==================== block 1
### Met1 routing, block 1

(6 px per µm) Supply wires on this layer in grey.
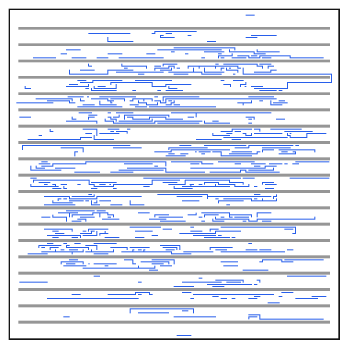

--- src/rtl/level_progress_ctrl.sv ---
// Level progression controller: tracks bird life, detects a cleared level,
// runs the inter-level pause, and pulses level_up or latches game_won.
module level_progress_ctrl #(
  parameter int PAUSE_FRAMES = 60,
  parameter int MAX_LEVEL    = 7
) (
  input  logic       clk,
  input  logic       resetN,
  input  logic       startOfFrame,
  input  logic [1:0] bird_hit,
  input  logic [3:0] bird_life,
  input  logic       number_of_birds,
  output logic       level_up,
  output logic [2:0] level_num,
  output logic [3:0] lives_b0,
  output logic [3:0] lives_b1,
  output logic [1:0] bird_alive,
  output logic       level_pause,
  output logic       game_won
);

  localparam logic [7:0] PAUSE_LAST = 8'(PAUSE_FRAMES);
  localparam logic [2:0] LAST_LEVEL = 3'(MAX_LEVEL);

  typedef enum logic [2:0] {
    S_LOAD    = 3'd0,
    S_PLAY    = 3'd1,
    S_PAUSE   = 3'd2,
    S_ADVANCE = 3'd3,
    S_WON     = 3'd4
  } state_t;

  state_t     state_q;
  logic [7:0] pause_cnt_q;
  logic [1:0] hit_flag_q;
  logic [3:0] lives0_q;
  logic [3:0] lives1_q;
  logic [2:0] level_num_q;
  logic       level_up_q;
  logic       pause_q;
  logic       won_q;

  logic       accept0;
  logic       accept1;
  logic       all_dead;
  logic [1:0] hit_flag_d;
  logic [7:0] pause_cnt_d;

  // A frame boundary re-arms a bird, so a hit coinciding with it still counts.
  always_comb begin
    accept0     = bird_hit[0] && (lives0_q != 4'd0) && (!hit_flag_q[0] || startOfFrame);
    accept1     = bird_hit[1] && (lives1_q != 4'd0) && (!hit_flag_q[1] || startOfFrame);
    hit_flag_d  = (startOfFrame ? 2'b00 : hit_flag_q) | {accept1, accept0};
    all_dead    = (lives0_q == 4'd0) && (lives1_q == 4'd0);
    pause_cnt_d = pause_cnt_q + 8'd1;
  end

  always_ff @(posedge clk or negedge resetN) begin
    if (!resetN) begin
      state_q     <= S_LOAD;
      pause_cnt_q <= 8'd0;
      hit_flag_q  <= 2'b00;
      lives0_q    <= 4'd0;
      lives1_q    <= 4'd0;
      level_num_q <= 3'd0;
      level_up_q  <= 1'b0;
      pause_q     <= 1'b0;
      won_q       <= 1'b0;
    end else begin
      case (state_q)
        S_LOAD: begin
          lives0_q   <= bird_life;
          lives1_q   <= number_of_birds ? bird_life : 4'd0;
          hit_flag_q <= 2'b00;
          level_up_q <= 1'b0;
          pause_q    <= 1'b0;
          state_q    <= S_PLAY;
        end
        S_PLAY: begin
          if (all_dead) begin
            hit_flag_q  <= 2'b00;
            pause_cnt_q <= 8'd0;
            pause_q     <= 1'b1;
            if (level_num_q < LAST_LEVEL) begin
              state_q <= S_PAUSE;
            end else begin
              won_q   <= 1'b1;
              state_q <= S_WON;
            end
          end else begin
            if (accept0) lives0_q <= lives0_q - 4'd1;
            if (accept1) lives1_q <= lives1_q - 4'd1;
            hit_flag_q <= hit_flag_d;
          end
        end
        S_PAUSE: begin
          if (startOfFrame) begin
            pause_cnt_q <= pause_cnt_d;
            if (pause_cnt_d == PAUSE_LAST) begin
              level_up_q <= 1'b1;
              pause_q    <= 1'b0;
              state_q    <= S_ADVANCE;
            end
          end
        end
        S_ADVANCE: begin
          level_up_q  <= 1'b0;
          level_num_q <= level_num_q + 3'd1;
          state_q     <= S_LOAD;
        end
        S_WON: begin
          level_up_q <= 1'b0;
          pause_q    <= 1'b1;
          won_q      <= 1'b1;
        end
        default: state_q <= S_LOAD;
      endcase
    end
  end

  assign level_up    = level_up_q;
  assign level_num   = level_num_q;
  assign lives_b0    = lives0_q;
  assign lives_b1    = lives1_q;
  assign bird_alive  = {lives1_q != 4'd0, lives0_q != 4'd0};
  assign level_pause = pause_q;
  assign game_won    = won_q;

endmodule
--- config.mk ---
export PLATFORM = sky130hd
export DESIGN_NAME = level_progress_ctrl
export DESIGN_NICKNAME = d
export VERILOG_FILES = /design/src/rtl/level_progress_ctrl.sv
export SDC_FILE = /design/constraint.sdc
export NUM_CORES = 1
export LEC_CHECK = 0
export CAP_MARGIN = 0
export CORE_UTILIZATION = 57
export DETAILED_ROUTE_END_ITERATION = 6
export PLACE_DENSITY = 0.89
export SYNTH_ARGS = -nofsm -noshare
export SYNTH_HDL_FRONTEND = slang
export SYNTH_SLANG_ARGS = --single-unit
--- constraint.sdc ---
create_clock -name clk -period 3 [get_ports clk]
set_input_delay 0.3 -clock clk [delete_from_list [all_inputs] [get_ports clk]]
set_output_delay 0.3 -clock clk [all_outputs]
set_load 0.1 [all_outputs]
==================== block 2
--- config.mk ---
export PLATFORM = sky130hd
export DESIGN_NAME = disp_source_scheduler
export DESIGN_NICKNAME = d
export VERILOG_FILES = /design/src/rtl/disp_pkg.sv /design/src/rtl/disp_scan_timer.sv /design/src/rtl/disp_source_scheduler.sv
export SDC_FILE = /design/constraint.sdc
export NUM_CORES = 1
export LEC_CHECK = 0
export ABC_CLOCK_PERIOD_IN_PS = 3700
export CORE_ASPECT_RATIO = 1.1
export CORE_MARGIN = 3
export CORE_UTILIZATION = 54
export DETAILED_ROUTE_END_ITERATION = 8
export HOLD_SLACK_MARGIN = 0.12
export PLACE_DENSITY = 0.95
export SLEW_MARGIN = 10
export SYNTH_ARGS = -nofsm -noshare
export SYNTH_HDL_FRONTEND = slang
export SYNTH_SLANG_ARGS = --single-unit
--- constraint.sdc ---
create_clock -name clk -period 3.7 [get_ports clk]
set_input_delay 1.11 -clock clk [delete_from_list [all_inputs] [get_ports clk]]
set_output_delay 1.11 -clock clk [all_outputs]
set_load 0.1 [all_outputs]
--- src/rtl/disp_pkg.sv ---
// Shared constants and types for the display source scheduler.
package disp_pkg;

    localparam int          NUM_SRC     = 4;
    localparam logic [6:0]  BLANK_DIGIT = 7'h7F;
    localparam logic [27:0] BLANK_WORD  = {4{BLANK_DIGIT}};

    typedef enum logic [1:0] {
        BLANK     = 2'd0,
        SHOW      = 2'd1,
        SWAP_WAIT = 2'd2
    } sched_state_t;

endpackage

--- src/rtl/disp_scan_timer.sv ---
// Digit-scan timebase: prescaler producing one scan_tick per digit slot and
// a digit index that marks the last slot of each 4-digit frame.
module disp_scan_timer #(
    parameter int SCAN_DIV = 100000
) (
    input  logic clk,
    input  logic rst_n,
    output logic scan_tick,
    output logic frame_end
);

    localparam int              DIV_W    = (SCAN_DIV > 1) ? $clog2(SCAN_DIV) : 1;
    localparam logic [DIV_W-1:0] DIV_LAST = DIV_W'(SCAN_DIV - 1);

    logic [DIV_W-1:0] div_cnt_q, div_cnt_d;
    logic [1:0]       digit_idx_q, digit_idx_d;
    logic             scan_tick_q, scan_tick_d;

    // Next values: prescaler wraps at SCAN_DIV-1; the tick flop is high
    // exactly while the prescaler sits on its last count.
    always_comb begin
        div_cnt_d   = (div_cnt_q == DIV_LAST) ? '0 : div_cnt_q + DIV_W'(1);
        scan_tick_d = (div_cnt_d == DIV_LAST);
        digit_idx_d = scan_tick_q ? digit_idx_q + 2'd1 : digit_idx_q;
    end

    // Timebase registers, cleared asynchronously.
    always_ff @(posedge clk or negedge rst_n) begin
        if (!rst_n) begin
            div_cnt_q   <= '0;
            digit_idx_q <= 2'd0;
            scan_tick_q <= 1'b0;
        end else begin
            div_cnt_q   <= div_cnt_d;
            digit_idx_q <= digit_idx_d;
            scan_tick_q <= scan_tick_d;
        end
    end

    // Outputs: the frame ends on the tick of the last digit slot.
    always_comb begin
        scan_tick = scan_tick_q;
        frame_end = scan_tick_q && (digit_idx_q == 2'd3);
    end

endmodule

--- src/rtl/disp_source_scheduler.sv ---
// Round-robin scheduler sharing one 4-digit seven-segment display between
// four sources. Source switches and data snapshots happen only at frame
// boundaries so the display driver never mixes two words in one frame.
// Optional feature macro: DISP_SCHED_FORCE_EN adds force_req/force_sel to
// pin the display to one source.
module disp_source_scheduler #(
    parameter int SCAN_DIV     = 100000,
    parameter int DWELL_CYCLES = 200000000
) (
    input  logic         clk,
    input  logic         rst_n,
`ifdef DISP_SCHED_FORCE_EN
    input  logic         force_req,
    input  logic [1:0]   force_sel,
`endif
    input  logic [3:0]   src_valid,
    input  logic [111:0] src_data,
    input  logic         hold,
    output logic [27:0]  sev_seg_data,
    output logic         scan_tick,
    output logic [1:0]   src_sel,
    output logic         blanked,
    output logic [1:0]   state_dbg
);
    import disp_pkg::*;

    localparam int              DW_W       = $clog2(DWELL_CYCLES);
    localparam logic [DW_W-1:0] DWELL_LAST = DW_W'(DWELL_CYCLES - 1);

    // Returns {found, index} of the first valid source after cur, wrapping
    // around; cur itself is the last candidate so a lone source is kept.
    function automatic logic [2:0] next_src(input logic [3:0] valid,
                                            input logic [1:0] cur);
        logic [2:0] r;
        logic [1:0] idx;
        r = 3'b000;
        for (int k = NUM_SRC; k >= 1; k--) begin
            idx = cur + 2'(k);
            if (valid[idx]) r = {1'b1, idx};
        end
        return r;
    endfunction

    function automatic logic [27:0] src_word(input logic [111:0] data,
                                             input logic [1:0]   idx);
        return data[28*idx +: 28];
    endfunction

    logic         frame_end;
    logic         force_active;
    logic [1:0]   force_idx;

    sched_state_t    state_q, state_d;
    logic [1:0]      src_sel_q, src_sel_d;
    logic [27:0]     sev_seg_q, sev_seg_d;
    logic [DW_W-1:0] dwell_q, dwell_d;

    logic [2:0]      nxt;
    logic            cur_valid;
    logic            dwell_sat;

    disp_scan_timer #(
        .SCAN_DIV (SCAN_DIV)
    ) u_scan_timer (
        .clk       (clk),
        .rst_n     (rst_n),
        .scan_tick (scan_tick),
        .frame_end (frame_end)
    );

`ifdef DISP_SCHED_FORCE_EN
    assign force_active = force_req;
    assign force_idx    = force_sel;
`else
    assign force_active = 1'b0;
    assign force_idx    = 2'd0;
`endif

    // State register: FSM state, selected source, segment snapshot, dwell.
    always_ff @(posedge clk or negedge rst_n) begin
        if (!rst_n) begin
            state_q   <= BLANK;
            src_sel_q <= 2'd0;
            sev_seg_q <= BLANK_WORD;
            dwell_q   <= '0;
        end else begin
            state_q   <= state_d;
            src_sel_q <= src_sel_d;
            sev_seg_q <= sev_seg_d;
            dwell_q   <= dwell_d;
        end
    end

    // Next state: invalid current source beats hold; hold only defers a
    // dwell-driven rotation, and the snapshot refreshes on every frame.
    always_comb begin
        state_d   = state_q;
        src_sel_d = src_sel_q;
        sev_seg_d = sev_seg_q;
        dwell_d   = dwell_q;
        nxt       = next_src(src_valid, src_sel_q);
        cur_valid = src_valid[src_sel_q];
        dwell_sat = (dwell_q == DWELL_LAST);

        if (force_active) begin
            dwell_d = '0;
            if (frame_end) begin
                if (src_valid[force_idx]) begin
                    state_d   = SHOW;
                    src_sel_d = force_idx;
                    sev_seg_d = src_word(src_data, force_idx);
                end else begin
                    state_d   = BLANK;
                    sev_seg_d = BLANK_WORD;
                end
            end
        end else begin
            case (state_q)
                BLANK: begin
                    if (frame_end && nxt[2]) begin
                        state_d   = SHOW;
                        src_sel_d = nxt[1:0];
                        sev_seg_d = src_word(src_data, nxt[1:0]);
                        dwell_d   = '0;
                    end
                end
                SHOW: begin
                    if (frame_end) begin
                        if (!cur_valid || (dwell_sat && !hold)) begin
                            dwell_d = '0;
                            if (nxt[2]) begin
                                src_sel_d = nxt[1:0];
                                sev_seg_d = src_word(src_data, nxt[1:0]);
                            end else begin
                                state_d   = BLANK;
                                sev_seg_d = BLANK_WORD;
                            end
                        end else begin
                            sev_seg_d = src_word(src_data, src_sel_q);
                            if (!hold && !dwell_sat) dwell_d = dwell_q + DW_W'(1);
                        end
                    end else if (dwell_sat) begin
                        state_d = SWAP_WAIT;
                    end else if (!hold) begin
                        dwell_d = dwell_q + DW_W'(1);
                    end
                end
                SWAP_WAIT: begin
                    if (frame_end) begin
                        state_d = SHOW;
                        if (!cur_valid || !hold) begin
                            dwell_d = '0;
                            if (nxt[2]) begin
                                src_sel_d = nxt[1:0];
                                sev_seg_d = src_word(src_data, nxt[1:0]);
                            end else begin
                                state_d   = BLANK;
                                sev_seg_d = BLANK_WORD;
                            end
                        end else begin
                            sev_seg_d = src_word(src_data, src_sel_q);
                        end
                    end
                end
                default: begin
                    state_d   = BLANK;
                    sev_seg_d = BLANK_WORD;
                    dwell_d   = '0;
                end
            endcase
        end
    end

    // Outputs straight from registers.
    always_comb begin
        sev_seg_data = sev_seg_q;
        src_sel      = src_sel_q;
        blanked      = (state_q == BLANK);
        state_dbg    = state_q;
    end

endmodule
==================== block 3
**config.mk**
```make
export PLATFORM = sky130hd
export DESIGN_NAME = display_scan
export DESIGN_NICKNAME = d
export VERILOG_FILES = /design/src/rtl/calc_pkg.sv /design/src/rtl/blink_gen.sv /design/src/rtl/display_scan.sv
export SDC_FILE = /design/constraint.sdc
export NUM_CORES = 1
export LEC_CHECK = 0
export CORE_UTILIZATION = 52
export DETAILED_ROUTE_END_ITERATION = 10
export PLACE_DENSITY = 0.8
export RECOVER_POWER = 50
export SKIP_LAST_GASP = 1
export SYNTH_ARGS = -nofsm -noshare
export SYNTH_HDL_FRONTEND = slang
export SYNTH_SLANG_ARGS = --single-unit
```
**constraint.sdc**
```tcl
create_clock -name clock -period 7.9 [get_ports clock]
set_clock_uncertainty 0.05 [all_clocks]
set_input_delay 0.79 -clock clock [delete_from_list [all_inputs] [get_ports clock]]
set_output_delay 0.79 -clock clock [all_outputs]
set_load 0.01 [all_outputs]
```
**src/rtl/calc_pkg.sv**
```systemverilog
// Shared types and constants for the calculator display path.
package calc_pkg;

    // Per-slot scan phase: dark anti-ghosting gap, then the digit is lit.
    typedef enum logic [0:0] {
        S_BLANK = 1'b0,
        S_ON    = 1'b1
    } scan_state_e;

    localparam int unsigned NUM_DIGITS = 8;

    localparam logic [1:0] STATUS_ERR = 2'b11;

    // Active-low: all segments dark, all digit enables released.
    localparam logic [6:0] SEG_OFF = 7'h7F;
    localparam logic [7:0] AN_OFF  = 8'hFF;

    // Active-low one-hot enable for a single digit.
    function automatic logic [7:0] digit_enable(input logic [2:0] idx);
        digit_enable = ~(8'b0000_0001 << idx);
    endfunction

endpackage

```
**src/rtl/blink_gen.sv**
```systemverilog
// Free-running blink source used to flash the display on a calculator error.
// blink_off toggles every BLINK_DIV cycles and is independent of the scan timing.
module blink_gen #(
    parameter int unsigned BLINK_DIV = 25000000
) (
    input  logic clock,
    input  logic reset,
    output logic blink_off
);

    logic [31:0] cnt_q, cnt_d;
    logic        blink_off_q, blink_off_d;

    // Count up to BLINK_DIV-1, then wrap and flip the blink phase.
    always_comb begin
        cnt_d       = cnt_q + 32'd1;
        blink_off_d = blink_off_q;
        if (cnt_q == BLINK_DIV - 1) begin
            cnt_d       = '0;
            blink_off_d = ~blink_off_q;
        end
    end

    // Counter and phase registers with synchronous reset.
    always_ff @(posedge clock) begin
        if (reset) begin
            cnt_q       <= '0;
            blink_off_q <= 1'b0;
        end else begin
            cnt_q       <= cnt_d;
            blink_off_q <= blink_off_d;
        end
    end

    assign blink_off = blink_off_q;

endmodule

```
**src/rtl/display_scan.sv**
```systemverilog
// Eight-digit seven-segment scanner. Each digit slot is a short blank gap
// followed by the lit period; the segment data for a whole frame is latched
// into a shadow copy at the frame start so mid-frame updates never tear.
module display_scan
    import calc_pkg::*;
#(
    parameter int unsigned CLK_DIV      = 50000,
    parameter int unsigned BLANK_CYCLES = 500,
    parameter int unsigned BLINK_DIV    = 25000000
) (
    input  logic       clock,
    input  logic       reset,
    input  logic [6:0] displays [7:0],
    input  logic [1:0] status,
    output logic [7:0] an,
    output logic [6:0] seg,
    output logic       dp,
    output logic       frame_tick
);

    scan_state_e state_q, state_d;
    logic [2:0]  idx_q, idx_d;
    logic [31:0] cnt_q, cnt_d;
    logic [6:0]  shadow_q [NUM_DIGITS];
    logic [6:0]  shadow_d [NUM_DIGITS];

    logic [7:0]  an_q, an_d;
    logic [6:0]  seg_q, seg_d;
    logic        tick_q, tick_d;

    logic        frame_start;
    logic        blink_off;

    blink_gen #(
        .BLINK_DIV (BLINK_DIV)
    ) u_blink_gen (
        .clock     (clock),
        .reset     (reset),
        .blink_off (blink_off)
    );

    // First cycle of the blank phase of digit 0; also the first cycle out of reset.
    assign frame_start = (state_q == S_BLANK) && (idx_q == 3'd0) && (cnt_q == 32'd0);

    // Slot timing: the counter runs across the whole slot and only clears at its end,
    // so the blank->on transition costs no cycle and the frame is exactly 8*CLK_DIV.
    always_comb begin
        state_d = state_q;
        idx_d   = idx_q;
        cnt_d   = cnt_q + 32'd1;
        unique case (state_q)
            S_BLANK: begin
                if (cnt_q == BLANK_CYCLES - 1) begin
                    state_d = S_ON;
                end
            end
            S_ON: begin
                if (cnt_q == CLK_DIV - 1) begin
                    state_d = S_BLANK;
                    cnt_d   = '0;
                    idx_d   = idx_q + 3'd1;
                end
            end
            default: begin
                state_d = S_BLANK;
                cnt_d   = '0;
            end
        endcase
    end

    // Latch all digit patterns once per frame.
    always_comb begin
        shadow_d = shadow_q;
        if (frame_start) begin
            for (int i = 0; i < NUM_DIGITS; i++) begin
                shadow_d[i] = displays[i];
            end
        end
    end

    // Pin values for the next cycle; error blink only masks the digit enables.
    always_comb begin
        an_d   = AN_OFF;
        seg_d  = SEG_OFF;
        tick_d = frame_start;
        if (state_q == S_ON) begin
            an_d  = digit_enable(idx_q);
            seg_d = shadow_q[idx_q];
        end
        if ((status == STATUS_ERR) && blink_off) begin
            an_d = AN_OFF;
        end
    end

    // Scan state, shadow copy and registered outputs.
    always_ff @(posedge clock) begin
        if (reset) begin
            state_q <= S_BLANK;
            idx_q   <= '0;
            cnt_q   <= '0;
            an_q    <= AN_OFF;
            seg_q   <= SEG_OFF;
            tick_q  <= 1'b0;
            for (int i = 0; i < NUM_DIGITS; i++) begin
                shadow_q[i] <= SEG_OFF;
            end
        end else begin
            state_q  <= state_d;
            idx_q    <= idx_d;
            cnt_q    <= cnt_d;
            an_q     <= an_d;
            seg_q    <= seg_d;
            tick_q   <= tick_d;
            shadow_q <= shadow_d;
        end
    end

    assign an         = an_q;
    assign seg        = seg_q;
    assign frame_tick = tick_q;
    assign dp         = 1'b1;

endmodule

```

==> gallery <==
M2 wires.
image #1
(4 px per µm) Cells faint in the background.
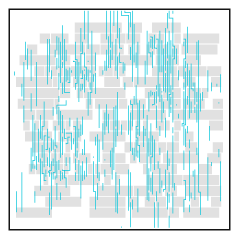
image #2
(2 px per µm) Cells faint in the background.
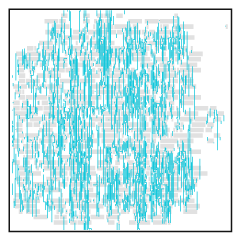
image #3
(2 px per µm) Cells faint in the background.
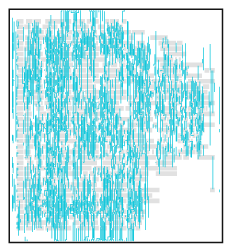
image #1 -> block 1
image #3 -> block 2
image #2 -> block 3

Key to image #3:
nets with wire on the layer: 775
main direction: vertical
wire length on this layer: 8,970 µm
longest straight run: 54.9 µm
share of all routed wire: 52%

### M4 wires, block 2

(3 px per µm) Supply wires on this layer in grey.
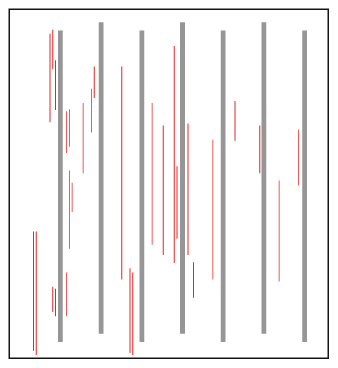
nets with wire on the layer: 24
share of all routed wire: 4.4%
longest straight run: 72.1 µm
Routed WL: 17,400 µm
DR vias: 5,678

==> impl_metrics.ini, block 2 <==
; yosys + openroad results
[global_routing]
use_met2_pct = 52.0
globalRouteMet1Util_pct = 32.4
antenna_found_initial = 0

[final_layout]
fin_nets = 870

[setup_path]
arrival_ns = 3.35
start_kind = input port
crit_path_max_fanout = 8
r2r_setup_slack_ns = 1.14

[synth]
ys_sh_mux_pct = 21.7
top_logic_kind = multiplexers
synth_area_leader_cell = dfrtp_1
numSynthFlops = 80
ys_async_sr_fraction_pct = 100
ys_seq_share_pct = 34.4
edf_count = 0

[floorplan]
initCoreUtil_pct = 56.2
io_pins = 153

[power]
p_per_area_mw_per_mm2 = 357
clkPwrFrac_pct = 34.8
pg_comb_mw = 0.848
clk-power_mw = 0.970
seqPwrFrac_pct = 34.8

[cts]
cts_tree = yes
cts_max_level = 3
holdBufCountCts = 0

[status]
status = complete, no violations

[place]
portBuffers = 152

[routing]
avgRoutedWirePerCell_um = 19.5
drt-met1-wl_um = 6330

[hold_path]
min_path_cells = 1
min_to = u_scan_timer.digit_idx_q[0]
block 2: critical path, cell delays in order:
cell	delay, ns
clkdlybuf4s50_1	0.59
nor4_1	0.10
buf_4	0.16
o32ai_2	0.33
and4_1	0.41
nand2_1	0.16
or3_1	0.33
a21oi_1	0.15
block 2: cell type report:
type                            instances  area, µm²
Fill cell                             654       2750
Multi-Input combinational cell        478       3650
Clock buffer                           10        239
Clock inverter                          6       91.3
Tap cell                              143        179
Sequential cell                        80       2040
Timing Repair Buffer                  163       1550
Inverter                               12       45.0
### Pin map, block 1

(6 px per µm) Pins as bars across the die edge, other pins in grey.
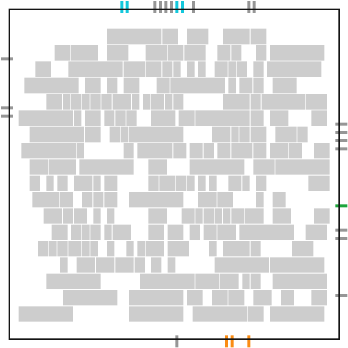
| colour | port | pins | direction | edge |
|---|---|---|---|---|
| cyan | `bird_life` | 4 | input | north |
| green | `startOfFrame` | 1 | input | east |
| orange | `level_num` | 3 | output | south |
all pins by edge: 11 north, 8 east, 4 south, 3 west
die height: 54.7 µm
Port-buffer cells: 25
Chip Width: 54.7 µm

### Placed standard cells, block 1

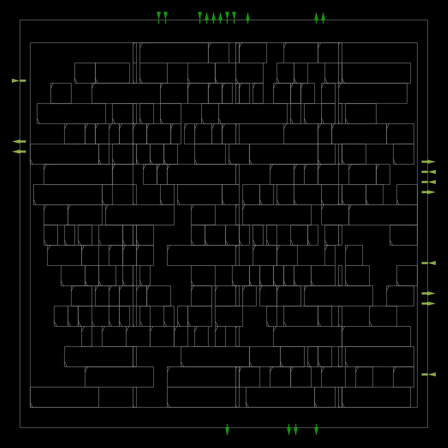
CORE AREA: 0.00254 mm²
std cell rows: 18
filler instances: 194
Well Taps: 30

About 'Met1 routing' of block 1:
longest straight run: 18.4 µm
nets with wire on the layer: 191
share of all routed wire: 47%
wire length on this layer: 1,490 µm
main direction: horizontal
met1 usage: 30.9%
Routed WL: 3170 µm

==> impl_metrics.ini, block 1 <==
; yosys + openroad results
[status]
status = complete, no violations

[global_routing]
use_met2_pct = 39.6
grtUsageTotal_pct = 24.1
grt_pass1_vias = 1230

[sta]
fmax_ghz = 0.469
fin_skew_ns = 0.00184
worstMarginPinSlew_ns = 0.960
hold_viol = 0
final.period_utilization_pct = 71.0

[cts]
cts_resized = 0
clock_sinks = 27
clk_pin_slew_worst_paths_ns = 0.15

[synth]
ff_type = dfrtp_1
yosysMostFrequentCell = dfrtp_1
ys_sh_mux_pct = 0.710
ys_area_mm2 = 0.00159
synth_area_leader_cell = dfrtp_1
top_logic_kind = simple AND/OR/NAND/NOR gates
synthSimpleGateAreaFrac_pct = 22.6
ys_sh_xor_pct = 3.87
netlist_instances = 172
ys_cells = 172
ys_async_sr_fraction_pct = 100

[final_layout]
buffer_area_share_pct = 12.0
fin_util_pct = 71.9
largest_class = multi-input combinational cells
comb_area_share_pct = 46.2
largest_reg_flops = 8
logic_gate_count = 132
final-clk-cell-share_pct = 1.50

[routing]
drt-met1-wl_um = 1490
dr.first_iter.drc_count = 20
top_layer = met4

[setup_path]
path_delay_family = buffers and inverters
required_ns = 2.70
start_kind = flip-flop
cp_slowest_cell = clkdlybuf4s50_1
path_cells = clkdlybuf4s50_1

[power]
p_leak_nw = 0.864

[hold_path]
min_path_type = input port to asynchronous set/reset pin

[place]
hpwl_um = 2370

[floorplan]
io_pins = 26
==> block 1: worst max path at each step <==
stage | start | endpoint | slack (ns) | cells after the start
after detailed placement | startOfFrame | lives_b0[3] | 1.11 | 6
after CTS | game_won | game_won | 0.85 | 1
after global routing | game_won | game_won | 0.80 | 1
final | game_won | game_won | 0.87 | 1
after global placement | startOfFrame | lives_b0[3] | 1.15 | 6
after floorplan | lives_b0[0] | lives_b0[3] | 0.29 | 7
==> block 1: power breakdown <==
part	internal [mW]	total, mW	switching [mW]
registers	0.435	0.518	0.0824
clock network	0.0501	0.161	0.111
logic	0.224	0.927	0.703
### Met1 routing, block 3

(3 px per µm) Supply wires on this layer in grey.
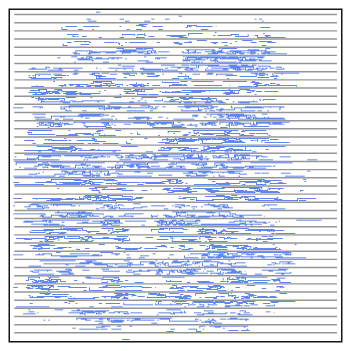
main direction: horizontal
wire length on this layer: 5,860 µm
Routed WL: 13,900 µm
DR vias: 5,225
met1 usage: 31.2%

==> impl_metrics.ini, block 3 <==
; yosys + openroad results
[status]
status = finished, violations left
violations = max-capacitance violations, max-slew violations

[synth]
synth_warnings = 0
edf_count = 0
synth_area_leader_cell = dfxtp_1

[global_routing]
antenna_found_initial = 0
grtUsageTotal_pct = 24.8

[sta]
final.period_utilization_pct = 41.6
worstMarginPinSlew_ns = 1.82
slew_violations = 73

[power]
pg_seq_mw = 0.764

[final_layout]
fill_cells = 914

[routing]
top_layer = met4
firstDrtPassIters = 5

[setup_path]
crit_path_max_fanout = 43
start_kind = input port

[run]
maxCapViolations = 2
[block 3: registers in the layout, indices dropped and copies added (netlist names)]
signal / cells
u_blink_gen.blink_off: 1
cnt_q: 32
shadow_q: 56
u_blink_gen.cnt_q: 32
idx_q: 3
seg: 7
an: 8
frame_tick: 1
state_q: 1
[block 3: cell type report]
class | instances | area share, %
multi-input cells | 506 | 40.3
repair buffers | 77 | 10.2
inverters | 14 | 0.703
flip-flops and latches | 141 | 37.8
clock inverters | 11 | 2.53
well taps | 143 | 2.39
clock buffers | 21 | 6.16


==> gallery <==
Met3 routing.
shot_01.png
(6 px per µm)
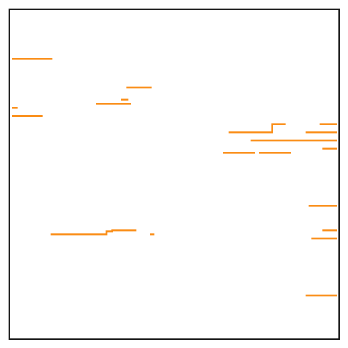
shot_02.png
(3 px per µm)
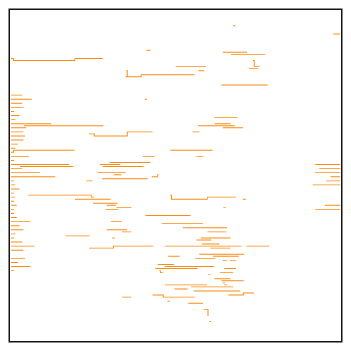
shot_03.png
(3 px per µm)
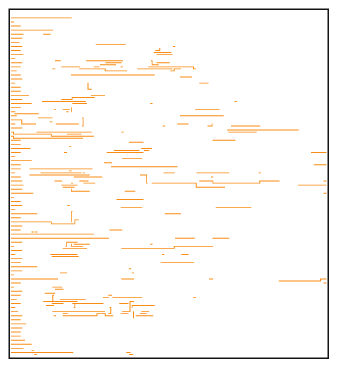
block 3: shot_02.png
block 1: shot_01.png
block 2: shot_03.png

Key to shot_03.png:
wire length on this layer: 1,300 µm
longest straight run: 32.4 µm

Power is estimated from default activity; no workload was simulated.
